# alu_mc

alu_mc/metal_stack.png
Only two layers are drawn.
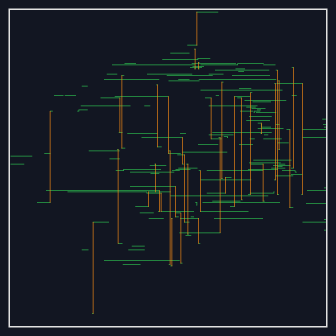

### src/rtl/alu_mc_pkg.sv
// Shared types for the multi-cycle ALU: opcodes, FSM states and the flag bundle.
package alu_mc_pkg;

  typedef enum logic [3:0] {
    OP_ADD = 4'd0,
    OP_SUB = 4'd1,
    OP_MUL = 4'd2,
    OP_DIV = 4'd3,
    OP_AND = 4'd4,
    OP_OR  = 4'd5,
    OP_XOR = 4'd6,
    OP_NOT = 4'd7,
    OP_SHL = 4'd8,
    OP_SHR = 4'd9,
    OP_ROL = 4'd10,
    OP_ROR = 4'd11
  } alu_op_e;

  localparam logic [1:0] S_IDLE = 2'd0;
  localparam logic [1:0] S_MUL  = 2'd1;
  localparam logic [1:0] S_DIV  = 2'd2;
  localparam logic [1:0] S_DONE = 2'd3;

  typedef enum logic [1:0] {
    ST_IDLE = S_IDLE,
    ST_MUL  = S_MUL,
    ST_DIV  = S_DIV,
    ST_DONE = S_DONE
  } alu_state_e;

  typedef struct packed {
    logic z;
    logic n;
    logic c;
    logic v;
  } alu_flags_t;

endpackage

### src/rtl/alu_mc_iter.sv
// Shared iterative engine: unsigned shift-add multiply and restoring divide,
// one bit per cycle. {res_hi,res_lo} = product, or remainder/quotient for divide.
module alu_mc_iter #(
  parameter int WIDTH = 8
) (
  input  logic             clock,
  input  logic             reset,
  input  logic             start,
  input  logic             is_div,
  input  logic [WIDTH-1:0] a,
  input  logic [WIDTH-1:0] b,
  output logic             busy,
  output logic             done,
  output logic [WIDTH-1:0] res_lo,
  output logic [WIDTH-1:0] res_hi
);

  localparam int CNT_W = $clog2(WIDTH + 1);

  logic [WIDTH-1:0] hi_q, hi_d, lo_q, lo_d, opnd_q, opnd_d;
  logic [CNT_W-1:0] cnt_q, cnt_d;
  logic             is_div_q, is_div_d, busy_q, busy_d, done_q, done_d;
  logic [WIDTH:0]   mul_sum, div_shift, div_diff;

  // lo holds the multiplier (MUL) or the dividend being shifted into quotient bits (DIV)
  assign mul_sum   = {1'b0, hi_q} + (lo_q[0] ? {1'b0, opnd_q} : '0);
  assign div_shift = {hi_q, lo_q[WIDTH-1]};
  assign div_diff  = div_shift - {1'b0, opnd_q};

  always_comb begin
    hi_d     = hi_q;
    lo_d     = lo_q;
    opnd_d   = opnd_q;
    cnt_d    = cnt_q;
    is_div_d = is_div_q;
    busy_d   = busy_q;
    done_d   = 1'b0;
    if (start) begin
      hi_d     = '0;
      lo_d     = is_div ? a : b;
      opnd_d   = is_div ? b : a;
      is_div_d = is_div;
      cnt_d    = CNT_W'(WIDTH);
      busy_d   = 1'b1;
    end else if (busy_q) begin
      if (is_div_q) begin
        // top bit of the difference is the borrow: partial remainder < divisor
        if (!div_diff[WIDTH]) begin
          hi_d = div_diff[WIDTH-1:0];
          lo_d = {lo_q[WIDTH-2:0], 1'b1};
        end else begin
          hi_d = div_shift[WIDTH-1:0];
          lo_d = {lo_q[WIDTH-2:0], 1'b0};
        end
      end else begin
        {hi_d, lo_d} = {mul_sum, lo_q[WIDTH-1:1]};
      end
      cnt_d = cnt_q - CNT_W'(1);
      if (cnt_q == CNT_W'(1)) begin
        busy_d = 1'b0;
        done_d = 1'b1;
      end
    end
  end

  always_ff @(posedge clock or posedge reset) begin
    if (reset) begin
      hi_q     <= '0;
      lo_q     <= '0;
      opnd_q   <= '0;
      cnt_q    <= '0;
      is_div_q <= 1'b0;
      busy_q   <= 1'b0;
      done_q   <= 1'b0;
    end else begin
      hi_q     <= hi_d;
      lo_q     <= lo_d;
      opnd_q   <= opnd_d;
      cnt_q    <= cnt_d;
      is_div_q <= is_div_d;
      busy_q   <= busy_d;
      done_q   <= done_d;
    end
  end

  assign busy   = busy_q;
  assign done   = done_q;
  assign res_lo = lo_q;
  assign res_hi = hi_q;

endmodule

### src/rtl/alu_mc.sv
// Multi-cycle ALU with valid/ready in and out. Define ALU_MC_ITER_EN for the
// iterative MUL/DIV engine; otherwise MUL/DIV are single-cycle combinational.
module alu_mc
  import alu_mc_pkg::*;
#(
  parameter int WIDTH = 8
) (
  input  logic             clock,
  input  logic             reset,
  input  logic             in_valid,
  output logic             in_ready,
  input  alu_op_e          op,
  input  logic [WIDTH-1:0] op_a,
  input  logic [WIDTH-1:0] op_b,
  output logic             out_valid,
  input  logic             out_ready,
  output logic [WIDTH-1:0] result,
  output logic [WIDTH-1:0] result_hi,
  output logic             flag_z,
  output logic             flag_n,
  output logic             flag_c,
  output logic             flag_v,
  output logic             div_zero
);

  localparam int SHAMT_W = $clog2(WIDTH);

  alu_state_e       state_q, state_d;
  logic [WIDTH-1:0] result_q, result_d, result_hi_q, result_hi_d;
  alu_flags_t       flags_q, flags_d;
  logic             div_zero_q, div_zero_d;
  logic             accept, core_busy;

  logic [WIDTH-1:0] f_res, f_hi;
  logic             f_c, f_v, f_dz, f_legal, f_iter;

  logic [SHAMT_W-1:0] shamt, rot_amt;
  logic [SHAMT_W:0]   rot_ext, rot_inv;
  logic [WIDTH:0]     add_w, sub_w, shl_w, shr_w;
  logic [WIDTH-1:0]   rol_w, ror_w;

  assign shamt = op_b[SHAMT_W-1:0];
  // Rotation is modulo WIDTH; only matters when WIDTH is not a power of two
  assign rot_amt = ({1'b0, shamt} >= (SHAMT_W+1)'(WIDTH)) ? shamt - SHAMT_W'(WIDTH) : shamt;
  assign rot_ext = {1'b0, rot_amt};
  assign rot_inv = (SHAMT_W+1)'(WIDTH) - rot_ext;

  assign add_w = {1'b0, op_a} + {1'b0, op_b};
  assign sub_w = {1'b0, op_a} - {1'b0, op_b};
  assign shl_w = {1'b0, op_a} << shamt;
  assign shr_w = {op_a, 1'b0} >> shamt;
  assign rol_w = (op_a << rot_ext) | (op_a >> rot_inv);
  assign ror_w = (op_a >> rot_ext) | (op_a << rot_inv);

`ifdef ALU_MC_ITER_EN
  logic             eng_start, eng_busy, eng_done;
  logic [WIDTH-1:0] eng_lo, eng_hi;

  assign eng_start = accept && f_iter;
  assign core_busy = eng_busy;

  alu_mc_iter #(.WIDTH(WIDTH)) u_iter (
    .clock  (clock),
    .reset  (reset),
    .start  (eng_start),
    .is_div (op == OP_DIV),
    .a      (op_a),
    .b      (op_b),
    .busy   (eng_busy),
    .done   (eng_done),
    .res_lo (eng_lo),
    .res_hi (eng_hi)
  );
`else
  logic [2*WIDTH-1:0] prod_w;
  logic [WIDTH-1:0]   quo_w, rem_w;

  assign core_busy = 1'b0;
  assign prod_w    = {{WIDTH{1'b0}}, op_a} * {{WIDTH{1'b0}}, op_b};
  assign quo_w     = (op_b == '0) ? '1 : op_a / op_b;
  assign rem_w     = (op_b == '0) ? op_a : op_a % op_b;
`endif

  always_comb begin
    f_res   = '0;
    f_hi    = '0;
    f_c     = 1'b0;
    f_v     = 1'b0;
    f_dz    = 1'b0;
    f_legal = 1'b1;
    f_iter  = 1'b0;
    case (op)
      OP_ADD: begin
        f_res = add_w[WIDTH-1:0];
        f_c   = add_w[WIDTH];
        f_v   = (op_a[WIDTH-1] == op_b[WIDTH-1]) && (add_w[WIDTH-1] != op_a[WIDTH-1]);
      end
      OP_SUB: begin
        f_res = sub_w[WIDTH-1:0];
        f_c   = sub_w[WIDTH];
        f_v   = (op_a[WIDTH-1] != op_b[WIDTH-1]) && (sub_w[WIDTH-1] != op_a[WIDTH-1]);
      end
`ifdef ALU_MC_ITER_EN
      OP_MUL: f_iter = 1'b1;
`else
      OP_MUL: {f_hi, f_res} = prod_w;
`endif
      OP_DIV: begin
        if (op_b == '0) begin
          f_res = '1;
          f_hi  = op_a;
          f_dz  = 1'b1;
        end else begin
`ifdef ALU_MC_ITER_EN
          f_iter = 1'b1;
`else
          f_res = quo_w;
          f_hi  = rem_w;
`endif
        end
      end
      OP_AND: f_res = op_a & op_b;
      OP_OR:  f_res = op_a | op_b;
      OP_XOR: f_res = op_a ^ op_b;
      OP_NOT: f_res = ~op_a;
      // Carry is the last bit to leave; a zero amount naturally yields 0
      OP_SHL: begin
        f_res = shl_w[WIDTH-1:0];
        f_c   = shl_w[WIDTH];
      end
      OP_SHR: begin
        f_res = shr_w[WIDTH:1];
        f_c   = shr_w[0];
      end
      OP_ROL: begin
        f_res = rol_w;
        f_c   = (shamt != '0) && rol_w[0];
      end
      OP_ROR: begin
        f_res = ror_w;
        f_c   = (shamt != '0) && ror_w[WIDTH-1];
      end
      default: f_legal = 1'b0;
    endcase
  end

  assign in_ready = !reset && !core_busy &&
                    ((state_q == ST_IDLE) || ((state_q == ST_DONE) && out_ready));
  assign accept   = in_valid && in_ready;

  always_comb begin
    state_d     = state_q;
    result_d    = result_q;
    result_hi_d = result_hi_q;
    flags_d     = flags_q;
    div_zero_d  = div_zero_q;
    case (state_q)
      ST_IDLE, ST_DONE: begin
        if (accept) begin
          if (f_iter) begin
            state_d = (op == OP_DIV) ? ST_DIV : ST_MUL;
          end else begin
            state_d     = ST_DONE;
            result_d    = f_res;
            result_hi_d = f_hi;
            flags_d.z   = f_legal && (f_res == '0);
            flags_d.n   = f_res[WIDTH-1];
            flags_d.c   = f_c;
            flags_d.v   = f_v;
            div_zero_d  = f_dz;
          end
        end else if ((state_q == ST_DONE) && out_ready) begin
          state_d = ST_IDLE;
        end
      end
      default: begin
`ifdef ALU_MC_ITER_EN
        if (eng_done) begin
          state_d     = ST_DONE;
          result_d    = eng_lo;
          result_hi_d = eng_hi;
          flags_d.z   = (eng_lo == '0);
          flags_d.n   = eng_lo[WIDTH-1];
          flags_d.c   = 1'b0;
          flags_d.v   = 1'b0;
          div_zero_d  = 1'b0;
        end
`else
        state_d = ST_IDLE;
`endif
      end
    endcase
  end

  always_ff @(posedge clock or posedge reset) begin
    if (reset) begin
      state_q     <= ST_IDLE;
      result_q    <= '0;
      result_hi_q <= '0;
      flags_q     <= '0;
      div_zero_q  <= 1'b0;
    end else begin
      state_q     <= state_d;
      result_q    <= result_d;
      result_hi_q <= result_hi_d;
      flags_q     <= flags_d;
      div_zero_q  <= div_zero_d;
    end
  end

  assign out_valid = (state_q == ST_DONE);
  assign result    = result_q;
  assign result_hi = result_hi_q;
  assign flag_z    = flags_q.z;
  assign flag_n    = flags_q.n;
  assign flag_c    = flags_q.c;
  assign flag_v    = flags_q.v;
  assign div_zero  = div_zero_q;

endmodule

### config.mk
export PLATFORM = sky130hd
export DESIGN_NAME = alu_mc
export DESIGN_NICKNAME = d
export VERILOG_FILES = /design/src/rtl/alu_mc_pkg.sv /design/src/rtl/alu_mc_iter.sv /design/src/rtl/alu_mc.sv
export SDC_FILE = /design/constraint.sdc
export NUM_CORES = 1
export LEC_CHECK = 0
export CAP_MARGIN = 20
export CORE_MARGIN = 5
export CORE_UTILIZATION = 30
export CTS_BUF_LIST = sky130_fd_sc_hd__clkbuf_4
export CTS_CLUSTER_DIAMETER = 120
export DETAILED_ROUTE_END_ITERATION = 16
export PLACE_DENSITY = 0.56
export SYNTH_ARGS = -nofsm -noshare
export SYNTH_HDL_FRONTEND = slang
export SYNTH_SLANG_ARGS = --single-unit
### constraint.sdc
create_clock -name clock -period 1.9 [get_ports clock]
set_input_delay 0.38 -clock clock [delete_from_list [all_inputs] [get_ports clock]]
set_output_delay 0.38 -clock clock [all_outputs]
set_load 0.01 [all_outputs]
# demux

--- src/rtl/demux.sv ---
`default_nettype none
// ============================================================================
// Module   : demux
// Brief    : 1-to-2 valid/ready demultiplexer with one register stage per output
// Revision : 1.0 - initial release
// ============================================================================
module demux #(
    parameter int WIDTH = 1
) (
    input  logic             clk,
    input  logic             rst,
    input  logic [WIDTH-1:0] a,
    input  logic             sel,
    input  logic             a_valid,
    output logic             a_ready,
    output logic [WIDTH-1:0] y,
    output logic             y_valid,
    input  logic             y_ready,
    output logic [WIDTH-1:0] z,
    output logic             z_valid,
    input  logic             z_ready
);

    logic [WIDTH-1:0] r_y;
    logic             r_y_valid;
    logic [WIDTH-1:0] r_z;
    logic             r_z_valid;

    logic w_y_free;
    logic w_z_free;
    logic w_accept;
    logic w_y_load;
    logic w_z_load;
    logic w_y_pop;
    logic w_z_pop;

    // A slot can take new data when it is empty or is being drained this edge.
    assign w_y_free = !r_y_valid || y_ready;
    assign w_z_free = !r_z_valid || z_ready;
    assign a_ready  = sel ? w_z_free : w_y_free;

    assign w_accept = a_valid && a_ready;
    assign w_y_load = w_accept && !sel;
    assign w_z_load = w_accept && sel;
    assign w_y_pop  = r_y_valid && y_ready;
    assign w_z_pop  = r_z_valid && z_ready;

    // Popping clears the data so an empty output never shows stale bits.
    always_ff @(posedge clk or posedge rst) begin
        if (rst) begin
            r_y       <= '0;
            r_y_valid <= 1'b0;
        end else if (w_y_load) begin
            r_y       <= a;
            r_y_valid <= 1'b1;
        end else if (w_y_pop) begin
            r_y       <= '0;
            r_y_valid <= 1'b0;
        end
    end

    always_ff @(posedge clk or posedge rst) begin
        if (rst) begin
            r_z       <= '0;
            r_z_valid <= 1'b0;
        end else if (w_z_load) begin
            r_z       <= a;
            r_z_valid <= 1'b1;
        end else if (w_z_pop) begin
            r_z       <= '0;
            r_z_valid <= 1'b0;
        end
    end

    assign y       = r_y;
    assign y_valid = r_y_valid;
    assign z       = r_z;
    assign z_valid = r_z_valid;

endmodule
`default_nettype wire

--- config.mk ---
export PLATFORM = sky130hd
export DESIGN_NAME = demux
export DESIGN_NICKNAME = d
export VERILOG_FILES = /design/src/rtl/demux.sv
export SDC_FILE = /design/constraint.sdc
export NUM_CORES = 1
export LEC_CHECK = 0
export ABC_AREA = 1
export CORE_AREA = 2 2 39 41
export CTS_BUF_LIST = sky130_fd_sc_hd__clkbuf_16
export DETAILED_ROUTE_END_ITERATION = 7
export DIE_AREA = 0 0 41 43
export GPL_TIMING_DRIVEN = 0
export PLACE_DENSITY = 0.36
export SYNTH_ARGS = -nofsm -noshare
export SYNTH_HDL_FRONTEND = slang
export SYNTH_SLANG_ARGS = --single-unit
--- constraint.sdc ---
create_clock -name clk -period 1.3 [get_ports clk]
set_clock_uncertainty 0.1 [all_clocks]
set_input_delay 0.26 -clock clk [delete_from_list [all_inputs] [get_ports clk]]
set_output_delay 0.26 -clock clk [all_outputs]
set_load 0.05 [all_outputs]
demux/clock_map.png
The bar under the picture is 10 um long.
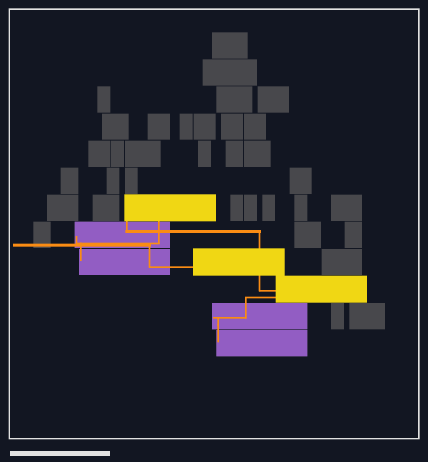
[orange] clock wires | length: 78.6 um
[purple] flip-flops | count: 4
[yellow] cells driving clock nets | count: 3
routed clock nets	4
clock group power: 0.471 mW
Clk pwr share: 60.6%
worst skew pair latency: 220 ps

demux/metal_stack.png
Only two layers are drawn.
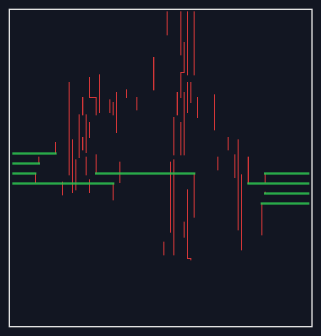
color	layer	wire length
red	met2	234 um
green	met3	65.3 um
post-DR wirelength/cell: 9.00 um
WL final: 513 um

==> results_slide.txt, demux <==
Implementation Results

Run status
  – Status: finished with violations
  – Violated checks: negative setup slack

Placement
  – Post-DP HPWL: 370 um
  – Area of placed instances: 339 sq um

Route
  – DRC viols: 0
  – Post-route ant nets: 0

GRT
  – Vias in the first global route: 210
  – Grt ovf: 0
  – Met3 Resource Use GR: 6.28%
  – Gr busiest metal: met2

STA
  – Final setup violation count: 1
  – Worst slew pin tran: 278 ps
  – Final WS setup: -23.8 ps
  – Final worst path period need: 1320 ps
  – Hold violation count in the final report: 0
  – Final setup TNS: -23.8 ps

Pwr
  – Internal Power: 0.587 mW
  – Switch share: 24.4%
  – Comb pwr: 0.155 mW

CTS
  – CTS Sinks: 4

Synth
  – Post-synth top area cell: dfrtp_1
  – Yosys cell count: 25

Worst setup path
  – Crit path DRT: 940 ps
  – Maximum fanout along the worst path: 3
  – Worst reg2reg startpoint: z_valid

Cells and area
  – Final Util: 30.3%
  – Share of cells above drive strength 1: 43.9%
  – Commonest Layout Cell: nand2_1
==> demux: cell type report <==
class | count | area (sq um)
fill | 162 | 965
inverter | 4 | 15.0
sequential | 4 | 103
clock buffer | 3 | 75.1
tap | 16 | 20.0
multi-input combinational | 17 | 93.8
timing repair buffer | 13 | 113
==> demux: flip-flops by register name, summed over array words and instances (netlist names) <==
register	flops
y	1
y_valid	1
z_valid	1
z	1
==> demux: worst max-delay path: stages, from the launching register on <==
cell     delay (ps)
dfrtp_2         400
nand2_2          90
nand2_2          50
nand2_2          70
buf_8           140
==> demux: layer usage <==
layer  up-vias  routed length (um)
li1        112                   -
met1       103                 213
met2        10                 234
met3         0                  65
met4         0                   0
met5         -                   0
==> demux: cells in the mapped netlist <==
library cell / number
nand2_2: 2
dfrtp_1: 4
nand2_1: 9
nand3_2: 1
inv_2: 1
nand4_1: 2
inv_1: 3
nand3_1: 1
a21boi_0: 2
==> demux: worst max-delay path by stage <==
stage	slack (ps)	cells after the start	from	to
final	-20	4	z_valid	a_ready
after global routing	-60	4	z_valid	a_ready
after CTS	-40	4	z_valid	a_ready
after detailed placement	-840	6	y_ready	a_ready
after global placement	-830	6	y_ready	a_ready
after floorplan	20	3	y_valid	a_ready
alu_mc/clock_map.png
The bar under the picture is 50 um long.
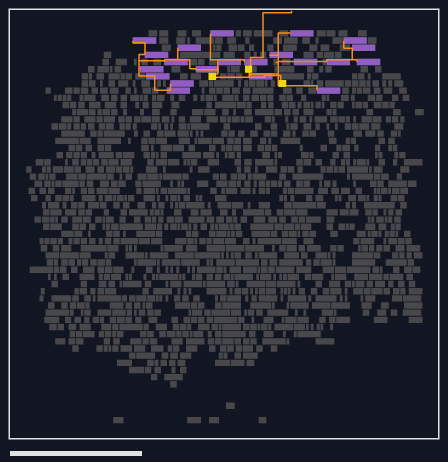
[purple] flip-flops | count: 21
[yellow] cells driving clock nets | count: 3
[orange] clock wires | length: 280 um
routed clock nets	4

alu_mc/final_placement.png
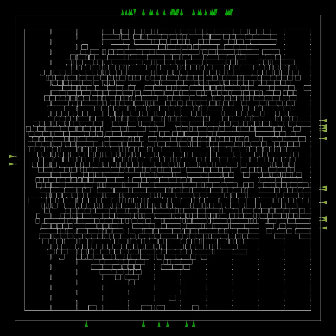
flip-flops: 21
Tap Count: 313

## Picture notes: alu_mc/metal_stack.png
color	layer	wire length
green	met3	1680 um
orange	met4	1190 um
post-DR wirelength/cell: 20.0 um
Total Routing Usage GR: 23.3%

==> results_slide.txt, alu_mc <==
Implementation Results

Route
  – Met2 WL: 15400 um
  – Wl on met1: 13600 um
  – DRC viols: 0
  – WL final: 31800 um
  – Drt pass-1 iters: 5
  – Vias: 8553
  – DR iter-0 viols: 571

Cells and area
  – Final Util: 52.1%
  – Final Instance Area: 11900 sq um
  – Post-Layout Cell Count: 1594
  – Area Overhead vs Synth: 69.9%

Synth
  – Register area share after synthesis: 7.53%
  – Post-Syn Nets: 1050
  – Gate Count Post-Synth: 885
  – Unique cell type count in the Yosys netlist: 81
  – YS chip area: 6980 sq um
  – Flops after synth: 21
  – Synth logic family: adder cells

STA
  – Worst slew pin tran: 1270 ps
  – Clk_skew: 1.56 ps
  – Max-slew violations: 0
  – Final setup violation count: 20
  – Hold_ws: 370 ps
  – Final WS setup: -7830 ps
  – Final setup TNS: -107960 ps
  – Unrepaired setup endpoints after global routing: true

CTS
  – CTS Sinks: 21
  – Longest Clk Path Bufs: 2
  – Post CTS Setup Buffer Count: 47
  – Num CTS Buffers: 3
  – Cts hold-fix bufs: 0
  – H-tree depth: 1

GRT
  – Gr busiest metal: met2
  – Met3 Resource Use GR: 2.66%
  – Largest net degree at the start of global routing: 22

Placement
  – Area of placed instances: 10500 sq um
  – Placed cell count: 1529

Floorplan
  – Core ar.: 22800 sq um
  – Die W: 163 um

Run status
  – Status: finished with violations
  – Violated checks: negative setup slack

Pwr
  – Switch share: 44.6%
  – Top Consumer: combinational logic
  – Comb pwr: 6.38 mW
  – NetSw: 3.20 mW
  – Total sequential power: 0.576 mW

Worst setup path
  – Maximum fanout along the worst path: 11
  – Top delay family on crit path: AND-OR/OR-AND gates

Hold path
  – Hold WC Path Type: in -> async
## alu_mc: synth_stat cells (8+ instances only)
cell / n / area, sq um
nor3_1: 29 / 145
mux2_2: 15 / 169
fa_1: 39 / 781
a31oi_1: 10 / 62.6
a21o_1: 9 / 67.6
xnor2_1: 27 / 236
mux2i_1: 18 / 180
clkbuf_1: 25 / 93.8
a211oi_1: 14 / 105
nand2_1: 73 / 274
buf_2: 12 / 60.1
ha_1: 102 / 1280
o22ai_1: 11 / 68.8
o21ai_0: 40 / 200
nor2_1: 77 / 289
nor2b_1: 8 / 50.1
o21a_1: 18 / 135
a21oi_1: 54 / 270
o31ai_1: 10 / 75.1
nand3_1: 12 / 60.1
inv_1: 83 / 312
dfrtp_1: 21 / 526
## alu_mc: layout make-up
| cell class | instances | area [sq um] |
|---|---|---|
| well taps | 313 | 392 |
| clock buffers | 3 | 22.5 |
| inverters | 86 | 350 |
| repair buffers | 435 | 3800 |
| clock inverters | 1 | 5.00 |
| fillers | 2119 | 10900 |
| diodes | 1 | 2.50 |
| multi-input cells | 734 | 6770 |
| flip-flops and latches | 21 | 526 |

==> gallery <==
Cells colored by class.
shot_01.png
The bar under the picture is 50 um long.
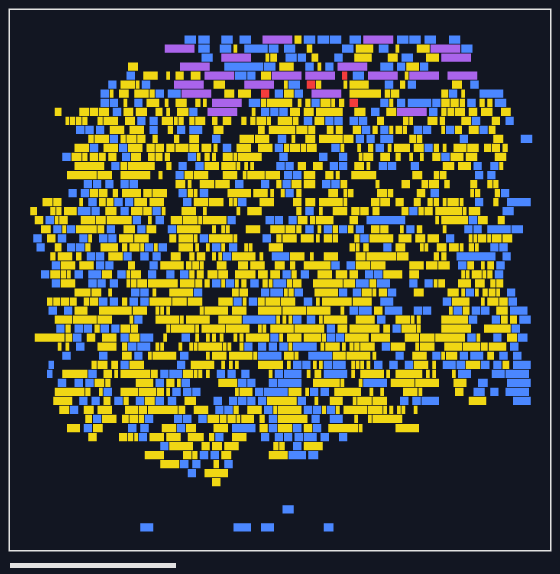
shot_02.png
The bar under the picture is 10 um long.
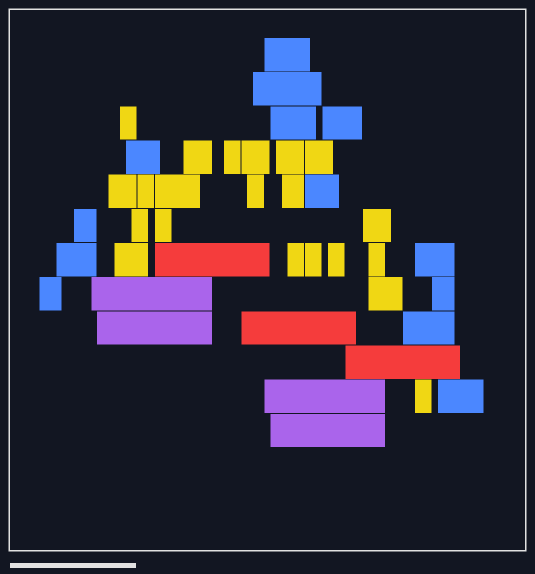
For alu_mc, see shot_01.png.
For demux, see shot_02.png.
Of these, largest die: shot_01.png
Of these, highest utilization: shot_01.png


# forward_hazard_ctrl

[src/rtl/pipe_pkg.sv]
// Shared pipeline definitions: operand-mux forwarding select encodings.
// Used by the hazard controller and by the EX operand mux that consumes its selects.
package pipe_pkg;

    localparam logic [1:0] FWD_RF  = 2'b00;
    localparam logic [1:0] FWD_WB  = 2'b01;
    localparam logic [1:0] FWD_MEM = 2'b10;

endpackage

[src/rtl/fwd_sel.sv]
// Forwarding select for one EX source operand; youngest producer (MEM) wins over WB.
// Latency: combinational. Backpressure: none, pure decode of shadow-register state.
module fwd_sel
    import pipe_pkg::*;
#(
    parameter int RA_W = 5
) (
    input  logic [RA_W-1:0] src,
    input  logic [RA_W-1:0] mem_rd,
    input  logic            mem_regwrite,
    input  logic [RA_W-1:0] wb_rd,
    input  logic            wb_regwrite,
    output logic [1:0]      sel
);

    // Register 0 is hardwired, so a write to it never produces a forwardable value.
    always_comb begin
        sel = FWD_RF;
        if (mem_regwrite && (mem_rd != '0) && (mem_rd == src))
            sel = FWD_MEM;
        else if (wb_regwrite && (wb_rd != '0) && (wb_rd == src))
            sel = FWD_WB;
    end

endmodule

[src/rtl/forward_hazard_ctrl.sv]
// Forwarding selects and load-use stall/flush control from shadow EX/MEM/WB registers.
// Latency: selects combinational from shadow regs; shadow regs advance every clock. Stall holds PC and IF/ID one cycle.
module forward_hazard_ctrl
    import pipe_pkg::*;
#(
    parameter int RA_W = 5
) (
    input  logic            clk,
    input  logic            rst,
    input  logic            id_valid,
    input  logic [RA_W-1:0] id_rs,
    input  logic [RA_W-1:0] id_rt,
    input  logic [RA_W-1:0] id_rd,
    input  logic            id_regwrite,
    input  logic            id_memread,
    input  logic            branch_taken,
    output logic [1:0]      fwd_a,
    output logic [1:0]      fwd_b,
    output logic            pc_we,
    output logic            ifid_we,
    output logic            flush,
    output logic [15:0]     stall_cnt
);

    typedef struct packed {
        logic            valid;
        logic [RA_W-1:0] rs;
        logic [RA_W-1:0] rt;
        logic [RA_W-1:0] rd;
        logic            regwrite;
        logic            memread;
    } ex_t;

    typedef struct packed {
        logic [RA_W-1:0] rd;
        logic            regwrite;
    } wr_t;

    ex_t  ex_q;
    wr_t  mem_q;
    wr_t  wb_q;

    logic stall;
    logic stall_eff;
    logic bubble;

    assign stall = id_valid && ex_q.valid && ex_q.memread && (ex_q.rd != '0) &&
                   ((ex_q.rd == id_rs) || (ex_q.rd == id_rt));

    // A taken branch squashes the consumer anyway, so the stall is dropped and not counted.
    assign flush     = branch_taken;
    assign stall_eff = stall && !flush;
    assign bubble    = stall || flush;
    assign pc_we     = !stall_eff;
    assign ifid_we   = !stall_eff;

    always_ff @(posedge clk or posedge rst) begin
        if (rst) begin
            ex_q      <= '0;
            mem_q     <= '0;
            wb_q      <= '0;
            stall_cnt <= '0;
        end else begin
            if (bubble) begin
                ex_q <= '0;
            end else begin
                ex_q.valid    <= id_valid;
                ex_q.rs       <= id_rs;
                ex_q.rt       <= id_rt;
                ex_q.rd       <= id_rd;
                ex_q.regwrite <= id_regwrite;
                ex_q.memread  <= id_memread;
            end
            mem_q.rd       <= ex_q.rd;
            mem_q.regwrite <= ex_q.regwrite && ex_q.valid;
            wb_q           <= mem_q;
            if (stall_eff && (stall_cnt != 16'hFFFF))
                stall_cnt <= stall_cnt + 16'd1;
        end
    end

    fwd_sel #(.RA_W(RA_W)) u_fwd_a (
        .src          (ex_q.rs),
        .mem_rd       (mem_q.rd),
        .mem_regwrite (mem_q.regwrite),
        .wb_rd        (wb_q.rd),
        .wb_regwrite  (wb_q.regwrite),
        .sel          (fwd_a)
    );

    fwd_sel #(.RA_W(RA_W)) u_fwd_b (
        .src          (ex_q.rt),
        .mem_rd       (mem_q.rd),
        .mem_regwrite (mem_q.regwrite),
        .wb_rd        (wb_q.rd),
        .wb_regwrite  (wb_q.regwrite),
        .sel          (fwd_b)
    );

endmodule
[config.mk]
export PLATFORM = sky130hd
export DESIGN_NAME = forward_hazard_ctrl
export DESIGN_NICKNAME = d
export VERILOG_FILES = /design/src/rtl/pipe_pkg.sv /design/src/rtl/fwd_sel.sv /design/src/rtl/forward_hazard_ctrl.sv
export SDC_FILE = /design/constraint.sdc
export NUM_CORES = 1
export LEC_CHECK = 0
export ABC_AREA = 1
export CORE_UTILIZATION = 45
export DETAILED_ROUTE_END_ITERATION = 16
export GPL_TIMING_DRIVEN = 0
export PLACE_DENSITY = 0.7
export SLEW_MARGIN = 15
export SYNTH_ARGS = -nofsm -noshare
export SYNTH_HDL_FRONTEND = slang
export SYNTH_SLANG_ARGS = --single-unit
[constraint.sdc]
create_clock -name clk -period 1.6 [get_ports clk]
set_input_delay 0.4 -clock clk [delete_from_list [all_inputs] [get_ports clk]]
set_output_delay 0.4 -clock clk [all_outputs]
set_load 0.1 [all_outputs]
# axi_rd_wr_arbiter_2to1

File: src/rtl/axi_rd_wr_arbiter_2to1.sv
// Two-master to one-slave AXI4 arbiter, one transaction in flight at a time.
// Ports:
//   aclk, arst_n          clock, async active-low reset
//   s0_ar*/s0_r*          IFU read port (read-only)
//   s1_ar*/s1_r*          LSU read side
//   s1_aw*/s1_w*/s1_b*    LSU write side
//   m_ar*/m_r*/m_aw*/m_w*/m_b*  merged master port toward the SRAM slave
module axi_rd_wr_arbiter_2to1 #(
    parameter int unsigned AXI_ADDR_W = 64,
    parameter int unsigned AXI_ID_W   = 8,
    parameter int unsigned AXI_DATA_W = 64
) (
    input  logic                    aclk,
    input  logic                    arst_n,
    // s0 AR / R
    input  logic                    s0_arvalid,
    output logic                    s0_arready,
    input  logic [AXI_ADDR_W-1:0]   s0_araddr,
    input  logic [7:0]              s0_arlen,
    input  logic [2:0]              s0_arsize,
    input  logic [1:0]              s0_arburst,
    input  logic                    s0_arlock,
    input  logic [3:0]              s0_arcache,
    input  logic [2:0]              s0_arprot,
    input  logic [3:0]              s0_arqos,
    input  logic [3:0]              s0_arregion,
    input  logic [AXI_ID_W-1:0]     s0_arid,
    output logic                    s0_rvalid,
    input  logic                    s0_rready,
    output logic [AXI_ID_W-1:0]     s0_rid,
    output logic [1:0]              s0_rresp,
    output logic [AXI_DATA_W-1:0]   s0_rdata,
    output logic                    s0_rlast,
    // s1 AR / R
    input  logic                    s1_arvalid,
    output logic                    s1_arready,
    input  logic [AXI_ADDR_W-1:0]   s1_araddr,
    input  logic [7:0]              s1_arlen,
    input  logic [2:0]              s1_arsize,
    input  logic [1:0]              s1_arburst,
    input  logic                    s1_arlock,
    input  logic [3:0]              s1_arcache,
    input  logic [2:0]              s1_arprot,
    input  logic [3:0]              s1_arqos,
    input  logic [3:0]              s1_arregion,
    input  logic [AXI_ID_W-1:0]     s1_arid,
    output logic                    s1_rvalid,
    input  logic                    s1_rready,
    output logic [AXI_ID_W-1:0]     s1_rid,
    output logic [1:0]              s1_rresp,
    output logic [AXI_DATA_W-1:0]   s1_rdata,
    output logic                    s1_rlast,
    // s1 AW / W / B
    input  logic                    s1_awvalid,
    output logic                    s1_awready,
    input  logic [AXI_ADDR_W-1:0]   s1_awaddr,
    input  logic [7:0]              s1_awlen,
    input  logic [2:0]              s1_awsize,
    input  logic [1:0]              s1_awburst,
    input  logic                    s1_awlock,
    input  logic [3:0]              s1_awcache,
    input  logic [2:0]              s1_awprot,
    input  logic [3:0]              s1_awqos,
    input  logic [3:0]              s1_awregion,
    input  logic [AXI_ID_W-1:0]     s1_awid,
    input  logic                    s1_wvalid,
    output logic                    s1_wready,
    input  logic [AXI_DATA_W-1:0]   s1_wdata,
    input  logic [AXI_DATA_W/8-1:0] s1_wstrb,
    input  logic                    s1_wlast,
    output logic                    s1_bvalid,
    input  logic                    s1_bready,
    output logic [AXI_ID_W-1:0]     s1_bid,
    output logic [1:0]              s1_bresp,
    // master port
    output logic                    m_arvalid,
    input  logic                    m_arready,
    output logic [AXI_ADDR_W-1:0]   m_araddr,
    output logic [7:0]              m_arlen,
    output logic [2:0]              m_arsize,
    output logic [1:0]              m_arburst,
    output logic                    m_arlock,
    output logic [3:0]              m_arcache,
    output logic [2:0]              m_arprot,
    output logic [3:0]              m_arqos,
    output logic [3:0]              m_arregion,
    output logic [AXI_ID_W-1:0]     m_arid,
    input  logic                    m_rvalid,
    output logic                    m_rready,
    input  logic [AXI_ID_W-1:0]     m_rid,
    input  logic [1:0]              m_rresp,
    input  logic [AXI_DATA_W-1:0]   m_rdata,
    input  logic                    m_rlast,
    output logic                    m_awvalid,
    input  logic                    m_awready,
    output logic [AXI_ADDR_W-1:0]   m_awaddr,
    output logic [7:0]              m_awlen,
    output logic [2:0]              m_awsize,
    output logic [1:0]              m_awburst,
    output logic                    m_awlock,
    output logic [3:0]              m_awcache,
    output logic [2:0]              m_awprot,
    output logic [3:0]              m_awqos,
    output logic [3:0]              m_awregion,
    output logic [AXI_ID_W-1:0]     m_awid,
    output logic                    m_wvalid,
    input  logic                    m_wready,
    output logic [AXI_DATA_W-1:0]   m_wdata,
    output logic [AXI_DATA_W/8-1:0] m_wstrb,
    output logic                    m_wlast,
    input  logic                    m_bvalid,
    output logic                    m_bready,
    input  logic [AXI_ID_W-1:0]     m_bid,
    input  logic [1:0]              m_bresp
);

    typedef struct packed {
        logic [AXI_ADDR_W-1:0] addr;
        logic [7:0]            len;
        logic [2:0]            size;
        logic [1:0]            burst;
        logic                  lock;
        logic [3:0]            cache;
        logic [2:0]            prot;
        logic [3:0]            qos;
        logic [3:0]            region;
        logic [AXI_ID_W-1:0]   id;
    } ax_t;

    typedef enum logic [2:0] {ST_IDLE, ST_RD0, ST_RD1, ST_WR1, ST_WB1} state_e;
    typedef enum logic [1:0] {SEL_NONE, SEL_S0R, SEL_S1R, SEL_S1W} sel_e;

    state_e state_q, state_d;
    sel_e   sel_q, sel_d, sel_c;
    logic   sel_lock_q, sel_lock_d;
    logic   last_grant_q, last_grant_d;

    ax_t s0_ar_ax, s1_ar_ax, s1_aw_ax, ar_out, aw_out;

    assign s0_ar_ax = {s0_araddr, s0_arlen, s0_arsize, s0_arburst, s0_arlock,
                       s0_arcache, s0_arprot, s0_arqos, s0_arregion, s0_arid};
    assign s1_ar_ax = {s1_araddr, s1_arlen, s1_arsize, s1_arburst, s1_arlock,
                       s1_arcache, s1_arprot, s1_arqos, s1_arregion, s1_arid};
    assign s1_aw_ax = {s1_awaddr, s1_awlen, s1_awsize, s1_awburst, s1_awlock,
                       s1_awcache, s1_awprot, s1_awqos, s1_awregion, s1_awid};

    // Source selection in IDLE; a driven-but-unaccepted request stays locked.
    always_comb begin
        sel_c = SEL_NONE;
        if (state_q == ST_IDLE) begin
            if (sel_lock_q) begin
                sel_c = sel_q;
            end else if (s0_arvalid && (s1_awvalid || s1_arvalid)) begin
                sel_c = last_grant_q ? SEL_S0R : (s1_awvalid ? SEL_S1W : SEL_S1R);
            end else if (s0_arvalid) begin
                sel_c = SEL_S0R;
            end else if (s1_awvalid) begin
                sel_c = SEL_S1W;
            end else if (s1_arvalid) begin
                sel_c = SEL_S1R;
            end
        end
    end

    // Address payload mux; unselected channel is driven to zero.
    always_comb begin
        ar_out = '0;
        aw_out = '0;
        case (sel_c)
            SEL_S0R: ar_out = s0_ar_ax;
            SEL_S1R: ar_out = s1_ar_ax;
            SEL_S1W: aw_out = s1_aw_ax;
            default: ;
        endcase
    end

    assign {m_araddr, m_arlen, m_arsize, m_arburst, m_arlock,
            m_arcache, m_arprot, m_arqos, m_arregion, m_arid} = ar_out;
    assign {m_awaddr, m_awlen, m_awsize, m_awburst, m_awlock,
            m_awcache, m_awprot, m_awqos, m_awregion, m_awid} = aw_out;

    assign m_arvalid  = (sel_c == SEL_S0R) || (sel_c == SEL_S1R);
    assign m_awvalid  = (sel_c == SEL_S1W);
    assign s0_arready = (sel_c == SEL_S0R) && m_arready;
    assign s1_arready = (sel_c == SEL_S1R) && m_arready;
    assign s1_awready = (sel_c == SEL_S1W) && m_awready;

    // Data/response routing by owning state; payloads fan out, valids are gated.
    assign s0_rvalid = (state_q == ST_RD0) && m_rvalid;
    assign s1_rvalid = (state_q == ST_RD1) && m_rvalid;
    assign m_rready  = ((state_q == ST_RD0) && s0_rready) || ((state_q == ST_RD1) && s1_rready);
    assign s0_rid    = m_rid;
    assign s0_rresp  = m_rresp;
    assign s0_rdata  = m_rdata;
    assign s0_rlast  = m_rlast;
    assign s1_rid    = m_rid;
    assign s1_rresp  = m_rresp;
    assign s1_rdata  = m_rdata;
    assign s1_rlast  = m_rlast;

    assign m_wvalid  = (state_q == ST_WR1) && s1_wvalid;
    assign s1_wready = (state_q == ST_WR1) && m_wready;
    assign m_wdata   = s1_wdata;
    assign m_wstrb   = s1_wstrb;
    assign m_wlast   = s1_wlast;

    assign s1_bvalid = (state_q == ST_WB1) && m_bvalid;
    assign m_bready  = (state_q == ST_WB1) && s1_bready;
    assign s1_bid    = m_bid;
    assign s1_bresp  = m_bresp;

    // Next-state, grant lock and round-robin pointer.
    always_comb begin
        state_d      = state_q;
        sel_d        = sel_q;
        sel_lock_d   = sel_lock_q;
        last_grant_d = last_grant_q;
        case (state_q)
            ST_IDLE: begin
                if ((m_arvalid && m_arready) || (m_awvalid && m_awready)) begin
                    sel_lock_d   = 1'b0;
                    last_grant_d = (sel_c != SEL_S0R);
                    case (sel_c)
                        SEL_S0R: state_d = ST_RD0;
                        SEL_S1R: state_d = ST_RD1;
                        default: state_d = ST_WR1;
                    endcase
                end else if (m_arvalid || m_awvalid) begin
                    sel_lock_d = 1'b1;
                    sel_d      = sel_c;
                end
            end
            ST_RD0, ST_RD1: if (m_rvalid && m_rready && m_rlast) state_d = ST_IDLE;
            ST_WR1:         if (m_wvalid && m_wready && m_wlast) state_d = ST_WB1;
            ST_WB1:         if (m_bvalid && m_bready)            state_d = ST_IDLE;
            default:        state_d = ST_IDLE;
        endcase
    end

    always_ff @(posedge aclk or negedge arst_n) begin
        if (!arst_n) begin
            state_q      <= ST_IDLE;
            sel_q        <= SEL_NONE;
            sel_lock_q   <= 1'b0;
            last_grant_q <= 1'b1;
        end else begin
            state_q      <= state_d;
            sel_q        <= sel_d;
            sel_lock_q   <= sel_lock_d;
            last_grant_q <= last_grant_d;
        end
    end

endmodule
File: config.mk
export PLATFORM = sky130hd
export DESIGN_NAME = axi_rd_wr_arbiter_2to1
export DESIGN_NICKNAME = d
export VERILOG_FILES = /design/src/rtl/axi_rd_wr_arbiter_2to1.sv
export SDC_FILE = /design/constraint.sdc
export NUM_CORES = 1
export LEC_CHECK = 0
export CORE_AREA = 5 5 355 357
export CTS_BUF_LIST = sky130_fd_sc_hd__clkbuf_4 sky130_fd_sc_hd__clkbuf_8
export CTS_CLUSTER_DIAMETER = 80
export DETAILED_ROUTE_END_ITERATION = 6
export DIE_AREA = 0 0 360 362
export SETUP_SLACK_MARGIN = 0.5
export SYNTH_ARGS = -nofsm -noshare
export SYNTH_HDL_FRONTEND = slang
export SYNTH_SLANG_ARGS = --single-unit
File: constraint.sdc
create_clock -name aclk -period 4 [get_ports aclk]
set_clock_uncertainty 0.1 [all_clocks]
set_input_delay 0.4 -clock aclk [delete_from_list [all_inputs] [get_ports aclk]]
set_output_delay 0.4 -clock aclk [all_outputs]
set_load 0.05 [all_outputs]
forward_hazard_ctrl/clock_map.png
The bar under the picture is 20 um long.
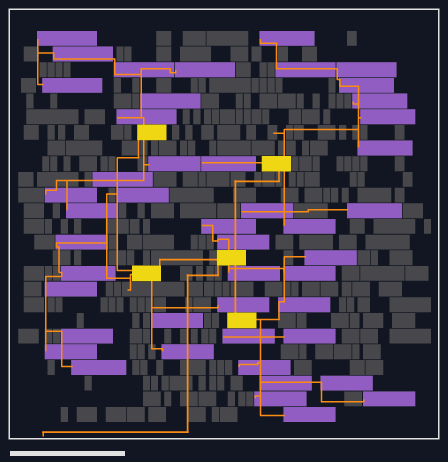
[yellow] cells driving clock nets | count: 5
[purple] flip-flops | count: 46
[orange] clock wires | length: 541 um
routed clock nets	6
worst skew pair latency: 300 ps
Clk pwr share: 35.2%
clock group power: 0.841 mW
clk_skew: 4.20 ps

forward_hazard_ctrl/pdn.png
The bar under the picture is 20 um long. Pins as bars on the die edge.
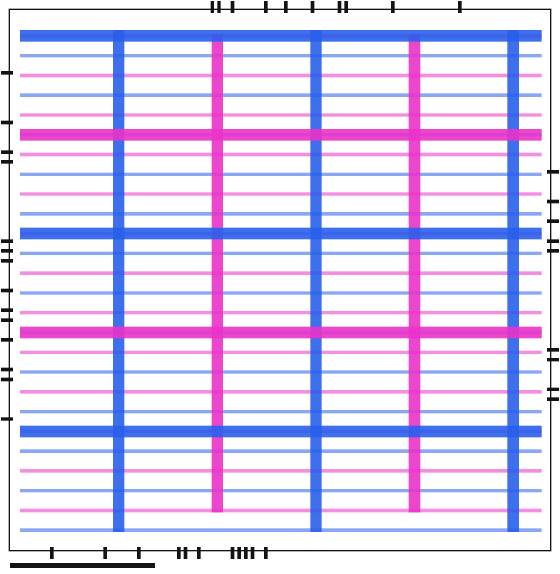
color	net
magenta	VDD
blue	VSS
met1 rails	26
signal pins	44
rows	25

==> results_slide.txt, forward_hazard_ctrl <==
Implementation Results

STA
  – Max-slew violations: 0
  – Final setup violation count: 22
  – Final WS setup: -482 ps

GRT
  – Met2 Track Usage GR: 31.5%
  – Gr busiest metal: met2
  – Total Routing Usage GR: 20.3%
  – First-pass GRT wire length: 8290 um
  – GR Layer Usage met1: 28.8%

Pwr
  – Leakage power total: 1.68 nW
  – Final Power: 2.39 mW

Synth
  – Post-Syn Nets: 301
  – Dominant flop cell: dfrtp_1
  – EDFF count, synth: 0
  – Gate Count Post-Synth: 279
  – Yosys cell count: 279
  – Synth logic family: simple AND/OR/NAND/NOR gates
  – Adder Area Share: 0.532%

CTS
  – CTS root buffer: clkbuf_8
  – Cts hold-fix bufs: 0

Cells and area
  – Clock buf count: 5
  – Post-layout net count: 363

Floorplan
  – Placement Rows: 25

Worst setup path
  – CP Class: in -> out

Run status
  – Violated checks: negative setup slack
  – Status: finished with violations

Route
  – Vias: 1894
  – Wl on met1: 2370 um
==> forward_hazard_ctrl: report_power, final <==
| group | internal, mW | switching (mW) |
|---|---|---|
| sequential | 1.20 | 0.0469 |
| combinational | 0.137 | 0.161 |
| clock | 0.460 | 0.381 |
==> forward_hazard_ctrl: layout by cell type, fill, tap and decap left out, types with 9 or more instances in the layout <==
cell	n
clkdlybuf4s50_1	9
inv_2	10
dfrtp_2	10
inv_1	28
dlygate4sd2_1	10
dfrtp_4	10
dfrtp_1	26
buf_4	10
nor2_1	30
nand2_1	82
xor2_1	17
xnor2_1	17
==> forward_hazard_ctrl: metrics by stage <==
step,instances,TNS (ps),hold WS [ps],cell area [sq um]
5_1_grt,409,-7490,392,3300
4_1_cts,404,-3710,364,3170
3_5_place_dp,390,-26580,364,3020
2_1_floorplan,279,-5720,348,2490
6_report,409,-5810,362,3300
3_3_place_gp,389,-63910,363,3000
==> forward_hazard_ctrl: critical path, stage by stage <==
cell	delay, ps
clkdlybuf4s50_1	490
nand3_1	70
o21bai_1	160
inv_2	130
nand3_4	130
buf_12	150
buf_12	150
axi_rd_wr_arbiter_2to1/pdn.png
The bar under the picture is 100 um long. Pins as bars on the die edge.
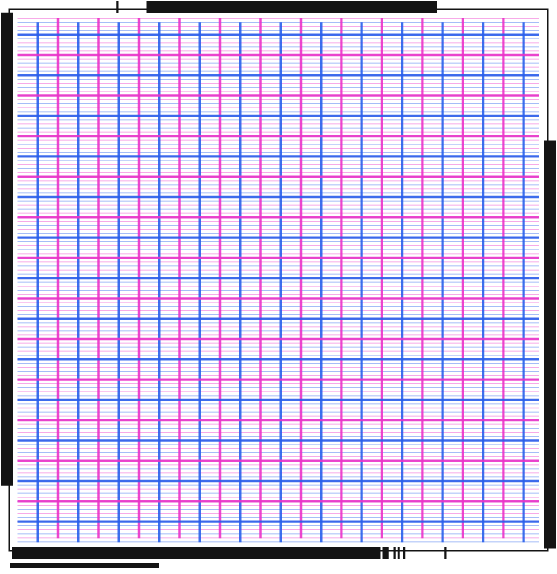
color	net
magenta	VDD
blue	VSS
rows	129
met4 straps	25
signal pins	922
met5 straps	25
met1 rails	130

axi_rd_wr_arbiter_2to1/clock_map.png
The bar under the picture is 100 um long.
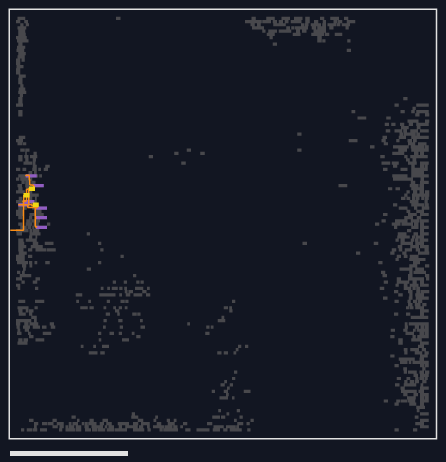
[purple] flip-flops | count: 7
[orange] clock wires | length: 136 um
[yellow] cells driving clock nets | count: 3
flops lie	west
routed clock nets	4
Clk pwr share: 1.4%
clock group power: 0.106 mW

==> results_slide.txt, axi_rd_wr_arbiter_2to1 <==
Implementation Results

Run status
  – Status: complete, no violations

Pwr
  – Sequential share of power: 1.9%
  – Leakage power total: 4.15 nW
  – Switch share: 54.8%
  – Comb pwr share: 96.7%
  – Total sequential power: 0.150 mW

STA
  – Slew HR: 35.4%
  – Period utilization: 84.4%
  – Max-slew violations: 0
  – Unrepaired setup endpoints after global routing: false
  – Final setup TNS: 0 ps

Placement
  – Post-DP HPWL: 71200 um
  – Pre-CTS setup slack: 437 ps
  – Area of placed instances: 11200 sq um

Synth
  – Register area share after synthesis: 3.85%
  – Unique cell type count in the Yosys netlist: 33
  – XORs/XNORs by Area: 0.191%
  – Flops after synth: 7
  – Asr flop ratio synth: 100%
  – Synth mux share: 1.15%
  – Mapped Area: 4580 sq um
  – EDFF count, synth: 0

Worst setup path
  – Slowest-stage cell, CP: dfrtp_1
  – Crit path DRT: 3500 ps
  – CP endpoint kind: output pin
  – Critical R2R Capture: state_q[0]
  – CP Capture Point: m_araddr[9]
  – R2r setup slk: 820 ps
  – Worst reg2reg startpoint: state_q[2]
  – Critical path cell sequence: nor3_2 > o21ai_1 > a21oi_1 > buf_4 > inv_1 > ha_4 > buf_12 > buf_4 > a22oi_1 > nor2b_2 > buf_4
  – CP peak stage delay: 500 ps

Floorplan
  – Fp util: 3.74%
  – Placement Rows: 129
  – Core ar.: 123000 sq um
  – Tap Count: 1637

GRT
  – Vias in the first global route: 6205
  – First-pass GRT wire length: 89100 um

Cells and area
  – Inverters: 2
  – Final Util: 9.35%
  – Ant diodes: 17
  – Multi-input gates: 359

Run
  – Tool Warnings: 31

CTS
  – CTS Sinks: 7
  – CTS tree: done
  – H-tree depth: 1

Route
  – Top sig layer: met5
[axi_rd_wr_arbiter_2to1: placed cells by master, fill, tap and decap left out, types with 2 or more instances in the layout]
cell,synthesis,routed
a22oi_1,101,100
dfrtp_1,6,6
nand2_1,8,8
nand2b_1,2,2
diode_2,0,17
clkdlybuf4s50_1,0,336
dlymetal6s2s_1,0,24
and2_1,107,107
nand3_1,2,2
nor2_1,3,3
nor2b_1,101,11
mux2_4,2,2
o21ai_0,2,2
and3_1,2,2
nor4bb_1,2,2
buf_12,0,100
mux2_1,2,2
o21ai_1,2,2
nor2b_2,0,90
a21oi_1,4,4
ha_1,6,2
buf_4,234,95
inv_1,2,2
clkbuf_8,0,3
nand3b_1,2,2
ha_4,0,4
[axi_rd_wr_arbiter_2to1: sequential cells by signal, indices dropped and copies added, names as in the netlist]
| signal | cells |
|---|---|
| last_grant_q | 1 |
| sel_lock_q | 1 |
| sel_q | 2 |
| state_q | 3 |
[axi_rd_wr_arbiter_2to1: per-layer routing]
layer / vias to the layer above / track usage (%)
li1: 2496 / -
met5: - / 0.726
met4: 6 / 0.979
met3: 128 / 12.4
met2: 758 / 17.9
met1: 2483 / 9.10

Power figures rest on the tool's default switching activity, not on a simulated workload.
